######## mdu_iterative ########
### The clock network, mdu_iterative

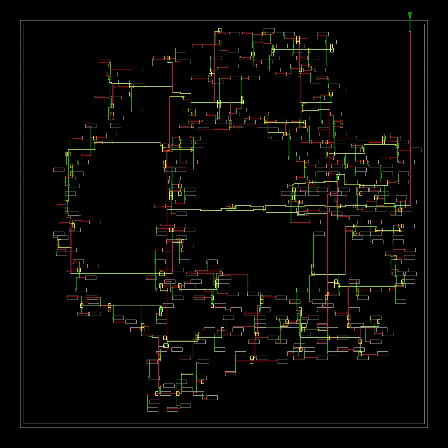

File: config.mk
export PLATFORM = sky130hd
export DESIGN_NAME = mdu_iterative
export DESIGN_NICKNAME = d
export VERILOG_FILES = /design/src/rtl/mdu_iterative.sv
export SDC_FILE = /design/constraint.sdc
export NUM_CORES = 1
export LEC_CHECK = 0
export CAP_MARGIN = 20
export CORE_MARGIN = 2
export CORE_UTILIZATION = 30
export CTS_BUF_LIST = sky130_fd_sc_hd__clkbuf_2
export CTS_CLUSTER_SIZE = 8
export DETAILED_ROUTE_END_ITERATION = 10
export PLACE_DENSITY_LB_ADDON = 0.2
export REMOVE_ABC_BUFFERS = 1
export SLEW_MARGIN = 20
export SYNTH_ARGS = -nofsm -noshare
export SYNTH_HDL_FRONTEND = slang
export SYNTH_SLANG_ARGS = --single-unit
File: constraint.sdc
create_clock -name clk -period 3.9 [get_ports clk]
set_input_delay 1.17 -clock clk [delete_from_list [all_inputs] [get_ports clk]]
set_output_delay 1.17 -clock clk [all_outputs]
set_load 0.01 [all_outputs]
File: src/rtl/mdu_iterative.sv
// Iterative RV64M multiply/divide unit: shift-add multiply, restoring divide, one bit per cycle.
// Define MDU_DIV_EN to build the divider; otherwise divide ops return 0 on the fast path.
module mdu_iterative #(
    parameter int XLEN  = 64,
    parameter int CNT_W = 7
) (
    input  logic            clk,
    input  logic            reset,
    input  logic            start,
    input  logic [2:0]      funct3,
    input  logic [XLEN-1:0] op_a,
    input  logic [XLEN-1:0] op_b,
    input  logic [4:0]      rd_in,
    output logic            busy,
    output logic            done,
    output logic            reg_write,
    output logic [4:0]      rd_out,
    output logic [XLEN-1:0] result
);

    localparam logic [CNT_W-1:0] LAST = CNT_W'(XLEN - 1);

    typedef enum logic [1:0] {
        S_IDLE,
        S_RUN,
        S_FIX,
        S_DONE
    } state_t;

    state_t            state;
    logic [CNT_W-1:0]  cnt;
    logic [2:0]        f3;
    logic              neg_q;
    logic [XLEN-1:0]   opnd;
    logic [XLEN-1:0]   hi;
    logic [XLEN-1:0]   lo;
    logic [XLEN-1:0]   fin;

    logic              sgn_a;
    logic              sgn_b;
    logic [XLEN-1:0]   abs_a;
    logic [XLEN-1:0]   abs_b;
    logic              fast;
    logic [XLEN-1:0]   fast_val;
    logic [XLEN:0]     sum;
    logic [XLEN-1:0]   nhi;
    logic [XLEN-1:0]   nlo;
    logic [2*XLEN-1:0] prod;
    logic [XLEN-1:0]   fix_val;

    assign reg_write = done;

    always_comb begin
        sgn_a = 1'b0;
        sgn_b = 1'b0;
        unique case (funct3)
            3'b001, 3'b100, 3'b110: begin
                sgn_a = op_a[XLEN-1];
                sgn_b = op_b[XLEN-1];
            end
            3'b010:  sgn_a = op_a[XLEN-1];
            default: ;
        endcase
    end

    assign abs_a = sgn_a ? -op_a : op_a;
    assign abs_b = sgn_b ? -op_b : op_b;

`ifdef MDU_DIV_EN
    localparam logic [XLEN-1:0] MIN_NEG = {1'b1, {(XLEN-1){1'b0}}};

    logic              neg_r;
    logic              b_zero;
    logic              ovf;
    logic [XLEN:0]     sh;
    logic [XLEN:0]     diff;

    assign b_zero = (op_b == '0);
    // Signed overflow only exists for DIV/REM (funct3[0] clear)
    assign ovf    = !funct3[0] && (op_a == MIN_NEG) && (&op_b);

    always_comb begin
        fast     = funct3[2] && (b_zero || ovf);
        fast_val = '0;
        if (b_zero)
            fast_val = funct3[1] ? op_a : '1;
        else
            fast_val = funct3[1] ? '0 : op_a;
    end
`else
    assign fast     = funct3[2];
    assign fast_val = '0;
`endif

    // One iteration: hi:lo is the product (multiply) or remainder:quotient (divide)
    always_comb begin
        sum = {1'b0, hi} + (lo[0] ? {1'b0, opnd} : '0);
        nhi = sum[XLEN:1];
        nlo = {sum[0], lo[XLEN-1:1]};
`ifdef MDU_DIV_EN
        sh   = {hi, lo[XLEN-1]};
        diff = sh - {1'b0, opnd};
        if (f3[2]) begin
            if (diff[XLEN]) begin
                nhi = sh[XLEN-1:0];
                nlo = {lo[XLEN-2:0], 1'b0};
            end else begin
                nhi = diff[XLEN-1:0];
                nlo = {lo[XLEN-2:0], 1'b1};
            end
        end
`endif
    end

    always_comb begin
        prod    = neg_q ? -{hi, lo} : {hi, lo};
        fix_val = (f3 == 3'b000) ? prod[XLEN-1:0] : prod[2*XLEN-1:XLEN];
`ifdef MDU_DIV_EN
        if (f3[2])
            fix_val = f3[1] ? (neg_r ? -hi : hi) : (neg_q ? -lo : lo);
`endif
    end

    always_ff @(posedge clk) begin
        if (reset) begin
            state  <= S_IDLE;
            cnt    <= '0;
            f3     <= '0;
            neg_q  <= 1'b0;
            opnd   <= '0;
            hi     <= '0;
            lo     <= '0;
            fin    <= '0;
            busy   <= 1'b0;
            done   <= 1'b0;
            rd_out <= '0;
            result <= '0;
`ifdef MDU_DIV_EN
            neg_r  <= 1'b0;
`endif
        end else begin
            done <= 1'b0;
            case (state)
                S_IDLE: begin
                    busy <= start;
                    if (start) begin
                        f3     <= funct3;
                        rd_out <= rd_in;
                        cnt    <= '0;
                        if (fast) begin
                            fin   <= fast_val;
                            state <= S_DONE;
                        end else begin
                            neg_q <= sgn_a ^ sgn_b;
`ifdef MDU_DIV_EN
                            neg_r <= sgn_a;
`endif
                            opnd  <= funct3[2] ? abs_b : abs_a;
                            lo    <= funct3[2] ? abs_a : abs_b;
                            hi    <= '0;
                            state <= S_RUN;
                        end
                    end
                end
                S_RUN: begin
                    hi  <= nhi;
                    lo  <= nlo;
                    cnt <= cnt + 1'b1;
                    if (cnt == LAST)
                        state <= S_FIX;
                end
                S_FIX: begin
                    fin   <= fix_val;
                    state <= S_DONE;
                end
                S_DONE: begin
                    // busy stays high through the done cycle
                    result <= fin;
                    done   <= 1'b1;
                    state  <= S_IDLE;
                end
                default: state <= S_IDLE;
            endcase
        end
    end

endmodule

######## bdb_press_scheduler ########
## src/rtl/bdb_press_scheduler.sv

```systemverilog
// Round-robin debounce scheduler: one shared timer serves several synchronized
// push-button channels and emits a one-cycle pulse per confirmed press.
module bdb_press_scheduler #(
    parameter int NUM_BUTTONS     = 4,
    parameter int DEBOUNCE_CYCLES = 16,
    parameter int CNT_WIDTH       = 16
) (
    input  logic                           clock,
    input  logic                           reset,
    input  logic [NUM_BUTTONS-1:0]         buttonRaw,
    output logic [NUM_BUTTONS-1:0]         pressPulse,
    output logic                           busy,
    output logic [$clog2(NUM_BUTTONS)-1:0] grantIdx
);

    localparam int IDX_W = $clog2(NUM_BUTTONS);
    localparam logic [CNT_WIDTH-1:0] LAST_COUNT = CNT_WIDTH'(DEBOUNCE_CYCLES - 1);
    localparam logic [IDX_W-1:0]     LAST_CHAN  = IDX_W'(NUM_BUTTONS - 1);

    typedef enum logic [1:0] {IDLE, TIMING, FIRE} state_t;

    state_t                 state_q, state_d;
    logic [CNT_WIDTH-1:0]   timer_q, timer_d;
    logic [IDX_W-1:0]       grantIdx_q, grantIdx_d;
    logic [IDX_W-1:0]       lastGrant_q, lastGrant_d;
    logic [NUM_BUTTONS-1:0] pressPulse_q, pressPulse_d;
    logic                   busy_q, busy_d;

    logic [NUM_BUTTONS-1:0] sync1_q, btnSync_q, btnPrev_q;
    logic [NUM_BUTTONS-1:0] held_q, held_d;
    logic [NUM_BUTTONS-1:0] pending_q, pending_d;
    logic [NUM_BUTTONS-1:0] rise, grantClr, fireSet;

    logic [IDX_W-1:0]       sel;
    logic                   anyPending;

    assign rise = btnSync_q & ~btnPrev_q;

    // Search the pending set starting just above the previous owner, wrapping around.
    always_comb begin
        logic             found;
        int               idx;
        logic [IDX_W-1:0] cand;
        sel        = '0;
        found      = 1'b0;
        idx        = 0;
        cand       = '0;
        anyPending = |pending_q;
        for (int k = 1; k <= NUM_BUTTONS; k++) begin
            idx  = (int'(lastGrant_q) + k) % NUM_BUTTONS;
            cand = IDX_W'(idx);
            if (!found && pending_q[cand]) begin
                sel   = cand;
                found = 1'b1;
            end
        end
    end

    always_comb begin
        state_d      = state_q;
        timer_d      = timer_q;
        grantIdx_d   = grantIdx_q;
        lastGrant_d  = lastGrant_q;
        pressPulse_d = '0;
        grantClr     = '0;
        fireSet      = '0;
        case (state_q)
            IDLE: begin
                if (anyPending) begin
                    grantIdx_d    = sel;
                    grantClr[sel] = 1'b1;
                    timer_d       = '0;
                    state_d       = TIMING;
                end
            end
            TIMING: begin
                if (!btnSync_q[grantIdx_q]) begin
                    lastGrant_d = grantIdx_q;
                    state_d     = IDLE;
                end else if (timer_q == LAST_COUNT) begin
                    pressPulse_d[grantIdx_q] = 1'b1;
                    state_d                  = FIRE;
                end else begin
                    timer_d = timer_q + 1'b1;
                end
            end
            FIRE: begin
                fireSet[grantIdx_q] = 1'b1;
                lastGrant_d         = grantIdx_q;
                state_d             = IDLE;
            end
            default: state_d = IDLE;
        endcase
    end

    // A low synchronized level drops both the pending request and the held marker.
    assign pending_d = (pending_q | (rise & ~held_q)) & btnSync_q & ~grantClr;
    assign held_d    = (held_q | fireSet) & btnSync_q;
    assign busy_d    = (state_d != IDLE);

    always_ff @(posedge clock) begin
        if (!reset) begin
            state_q      <= IDLE;
            timer_q      <= '0;
            grantIdx_q   <= '0;
            lastGrant_q  <= LAST_CHAN;
            pressPulse_q <= '0;
            busy_q       <= 1'b0;
            sync1_q      <= '0;
            btnSync_q    <= '0;
            btnPrev_q    <= '0;
            held_q       <= '0;
            pending_q    <= '0;
        end else begin
            state_q      <= state_d;
            timer_q      <= timer_d;
            grantIdx_q   <= grantIdx_d;
            lastGrant_q  <= lastGrant_d;
            pressPulse_q <= pressPulse_d;
            busy_q       <= busy_d;
            sync1_q      <= buttonRaw;
            btnSync_q    <= sync1_q;
            btnPrev_q    <= btnSync_q;
            held_q       <= held_d;
            pending_q    <= pending_d;
        end
    end

    assign pressPulse = pressPulse_q;
    assign busy       = busy_q;
    assign grantIdx   = grantIdx_q;

endmodule
```

## config.mk

```make
export PLATFORM = sky130hd
export DESIGN_NAME = bdb_press_scheduler
export DESIGN_NICKNAME = d
export VERILOG_FILES = /design/src/rtl/bdb_press_scheduler.sv
export SDC_FILE = /design/constraint.sdc
export NUM_CORES = 1
export LEC_CHECK = 0
export ABC_AREA = 1
export CAP_MARGIN = 20
export CORE_ASPECT_RATIO = 1.1
export CORE_MARGIN = 8
export CORE_UTILIZATION = 46
export DETAILED_ROUTE_END_ITERATION = 8
export SYNTH_ARGS = -nofsm -noshare
export SYNTH_HDL_FRONTEND = slang
export SYNTH_SLANG_ARGS = --single-unit
```

## constraint.sdc

```tcl
create_clock -name clock -period 1.8 [get_ports clock]
set_input_delay 0.27 -clock clock [delete_from_list [all_inputs] [get_ports clock]]
set_output_delay 0.27 -clock clock [all_outputs]
set_load 0.05 [all_outputs]
```


## Gallery

Logic cells by family.
shot_01.png
(6 px per um)
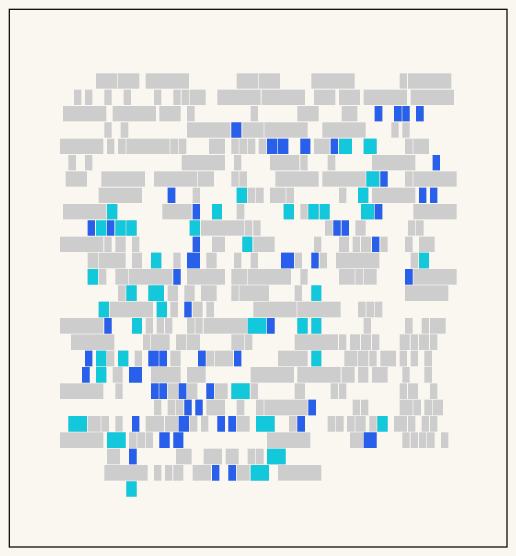
shot_02.png
(1.5 px per um)
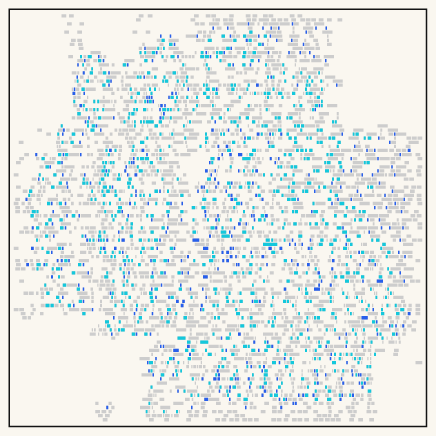
For mdu_iterative, see shot_02.png.
For bdb_press_scheduler, see shot_01.png.
- most cells: shot_02.png
- largest die: shot_02.png

### Cell area per tile, bdb_press_scheduler

(3 px per um) 8 x 9 tiles, from dark purple (low) to yellow (high), 0 to 100% covered.
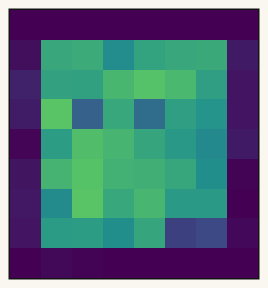
densest ninth of the die: center
emptiest ninth of the die: lower right
fullest tile: 73%
nearly empty tiles: 25%
final core utilization: 0.549
CORE AREA: 4680 um2
fp util: 0.481

==> changes_impl.md, bdb_press_scheduler <==
### Metrics

* Status: finished clean
* Worst slew margin at 0.660
* Data buffer area share at 0.0798
* CTS sink cnt at 47
* Final Max Slew Viols at 0
* Met3 WL at 99 um
* CTS tree: built
* Remaining routing DRC violations at 0
* CP startpoint: busy
* Psw at 0.621 mW
* Fill cells at 490
* Static Leakage at 1.15 nW
* Die X at 82.7 um
* Post-DR wirelength/cell at 11.9 um
* Largest net degree at the start of global routing at 17
* Combinational Area at 1100 um2
* Logic family by area: simple AND/OR/NAND/NOR gates
* Met2 WL post-DR at 2.46 mm
* Mux frac, synth at 0
* Leading cell category by total area: combinational gates
* Synth Net Count at 334
* Hold Crit Start: sync1_q[0]
* Class of the worst hold path: reg -> reg
* Number of global-route vias before repair at 1,904
* Layout clock area frac at 0.0321
* Worst Setup EP: busy
* Synthesized instance count at 327
* Tapcells inserted at 56
* Dpl cell area at 2490 um2
* Number of non-clock inverters at 44
* Clock skew at 10.0 ps
* Final Cycle Share at 0.942
* DRT met1 WL at 2.25 mm
* Gpl congestion at 0.836
* Multi-input gates at 231
* Initial antenna violation count at 0
* Post CTS Setup Buffer Count at 0
* Chip area at 7390 um2
* Comb/total area at 0.430
* GR Util met3 at 0.0332
* Critical path cell sequence: clkdlybuf4s50_1
* Gr usage total at 0.145
* Cell internal pwr at 1.46 mW
* R2R Setup Slk at 190 ps
-- bdb_press_scheduler: stage by stage --
| stage | instances | hold slack [ps] | worst slack [ps] |
|---|---|---|---|
| 2_1_floorplan | 327 | 368 | 12.4 |
| 3_3_place_gp | 402 | 396 | 214 |
| 3_5_place_dp | 402 | 396 | 178 |
| 4_1_cts | 409 | 417 | 79.4 |
| 5_1_grt | 409 | 438 | 11.5 |
| 6_report | 409 | 416 | 104 |
-- bdb_press_scheduler: power by group through the flow --
stage | Clock, mW | Combinational [mW] | Sequential (mW)
final | 0.601 | 0.384 | 1.10
after global routing | 0.673 | 0.428 | 1.11
after CTS | 0.623 | 0.387 | 1.10
after detailed placement | 0 | 0.385 | 1.13
after global placement | 0 | 0.382 | 1.13
after floorplan | 0 | 0.257 | 1.15
-- bdb_press_scheduler: cells in the mapped netlist (2+ instances only) --
library cell	instances
inv_2	5
o21ai_0	13
nand4_1	8
a31oi_1	4
a21oi_2	7
nor2_2	2
dfxtp_1	47
nand2_1	85
a21oi_1	14
clkbuf_1	2
nor3_1	8
nor2_1	44
nand2_2	8
nand3_1	25
inv_1	38
xor2_1	6
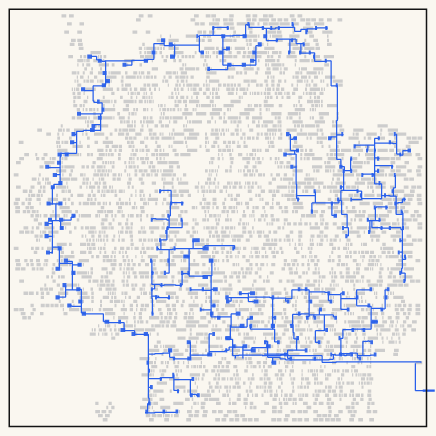
*Nets reached from selected ports, mdu_iterative*
(1.5 px per um)
legend:
  blue:
    port: reset
    bits: 1
    direction: input
    edge: right
    end_cells: 255
    buffers: 3
    wire: 2,910 um
# port buffers: 210
Top Ports: 211

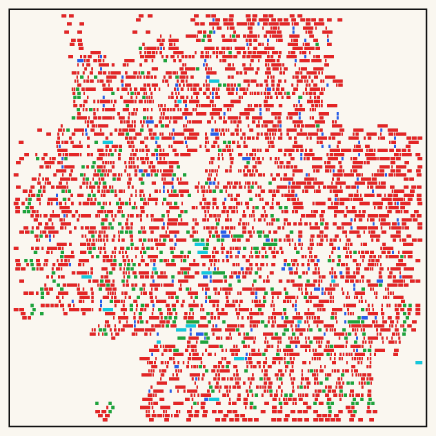
*Cells by drive strength, mdu_iterative*
(1.5 px per um)
legend:
  cyan:
    size: drive 6 and up
    cells: 18
    most_used: buf_12
  green:
    size: drive 3 to 4
    cells: 323
    most_used: buf_4
  blue:
    size: drive 2
    cells: 167
    most_used: clkbuf_2
  red:
    size: drive 1 or less
    cells: 2,936
    most_used: nand2_1
area delta synth->final: 26.8%
Non-Clock Buffer Count: 528

## Picture notes: 'The clock network' of mdu_iterative
Clock Power: 2.53 mW
clkbuf count: 131
CTS Buf Count: 93
clock skew: 113 ps

==> changes_impl.md, mdu_iterative <==
### Metrics

* Status: finished clean
* Yosys cell types at 76
* Post-Syn Area at 22,400 um2
* Synthesized instance count at 2,950
* Pwr dens at 465 nW/um2
* Post-DR wirelength/cell at 19.5 um
* GR met2 Demand/Resource at 0.362
* Final hold vios at 0
* Gpl congestion at 0.948
* Seq/Total Area, Yosys at 0.304
* Root Driver: clkbuf_2
* Ant. Diodes at 1
* Unrepaired setup endpoints after global routing: no
* Number of non-clock inverters at 36
* Combinational Area at 14,800 um2
* Post-CTS Resized at 1
* And+or+nand+nor area frac at 0.229
* Fp util at 0.302
[mdu_iterative: routing by layer]
layer | vias up | wire length (um) | part of all wire
li1 | 11500 | - | -
met1 | 10700 | 39600 | 0.46
met2 | 600 | 40000 | 0.46
met3 | 121 | 4160 | 0.048
met4 | 0 | 2460 | 0.029
met5 | - | 0 | 0
[mdu_iterative: through the flow]
stage / hold slack [ps] / cells / power, mW / TNS, ps
floorplan: 421 / 2763 / 7.85 / -991830
global placement: 438 / 4260 / 10.7 / -7770
detailed placement: 443 / 4260 / 10.7 / -8360
CTS: 348 / 4413 / 13.3 / 0
global route: 409 / 4414 / 14.0 / 0
finish: 455 / 4414 / 13.2 / 0
[mdu_iterative: where the power goes]
| part | internal, mW | total (mW) | switching, mW | leakage (nW) |
|---|---|---|---|---|
| sequential | 3.92 | 4.36 | 0.443 | 2.76 |
| combinational | 2.39 | 6.32 | 3.93 | 7.78 |
| clock | 0.923 | 2.53 | 1.61 | 0.604 |
| total | 7.23 | 13.2 | 5.98 | 11.1 |
[mdu_iterative: final timing paths]
kind,startpoint,end,cells past startpoint
max,lo[39],fin[1],9
max reg2reg,lo[39],fin[1],9
min reg2reg,rd_out[4],rd_out[4],2
min,rd_out[4],rd_out[4],2

Power figures rest on the tool's default switching activity, not on a simulated workload.
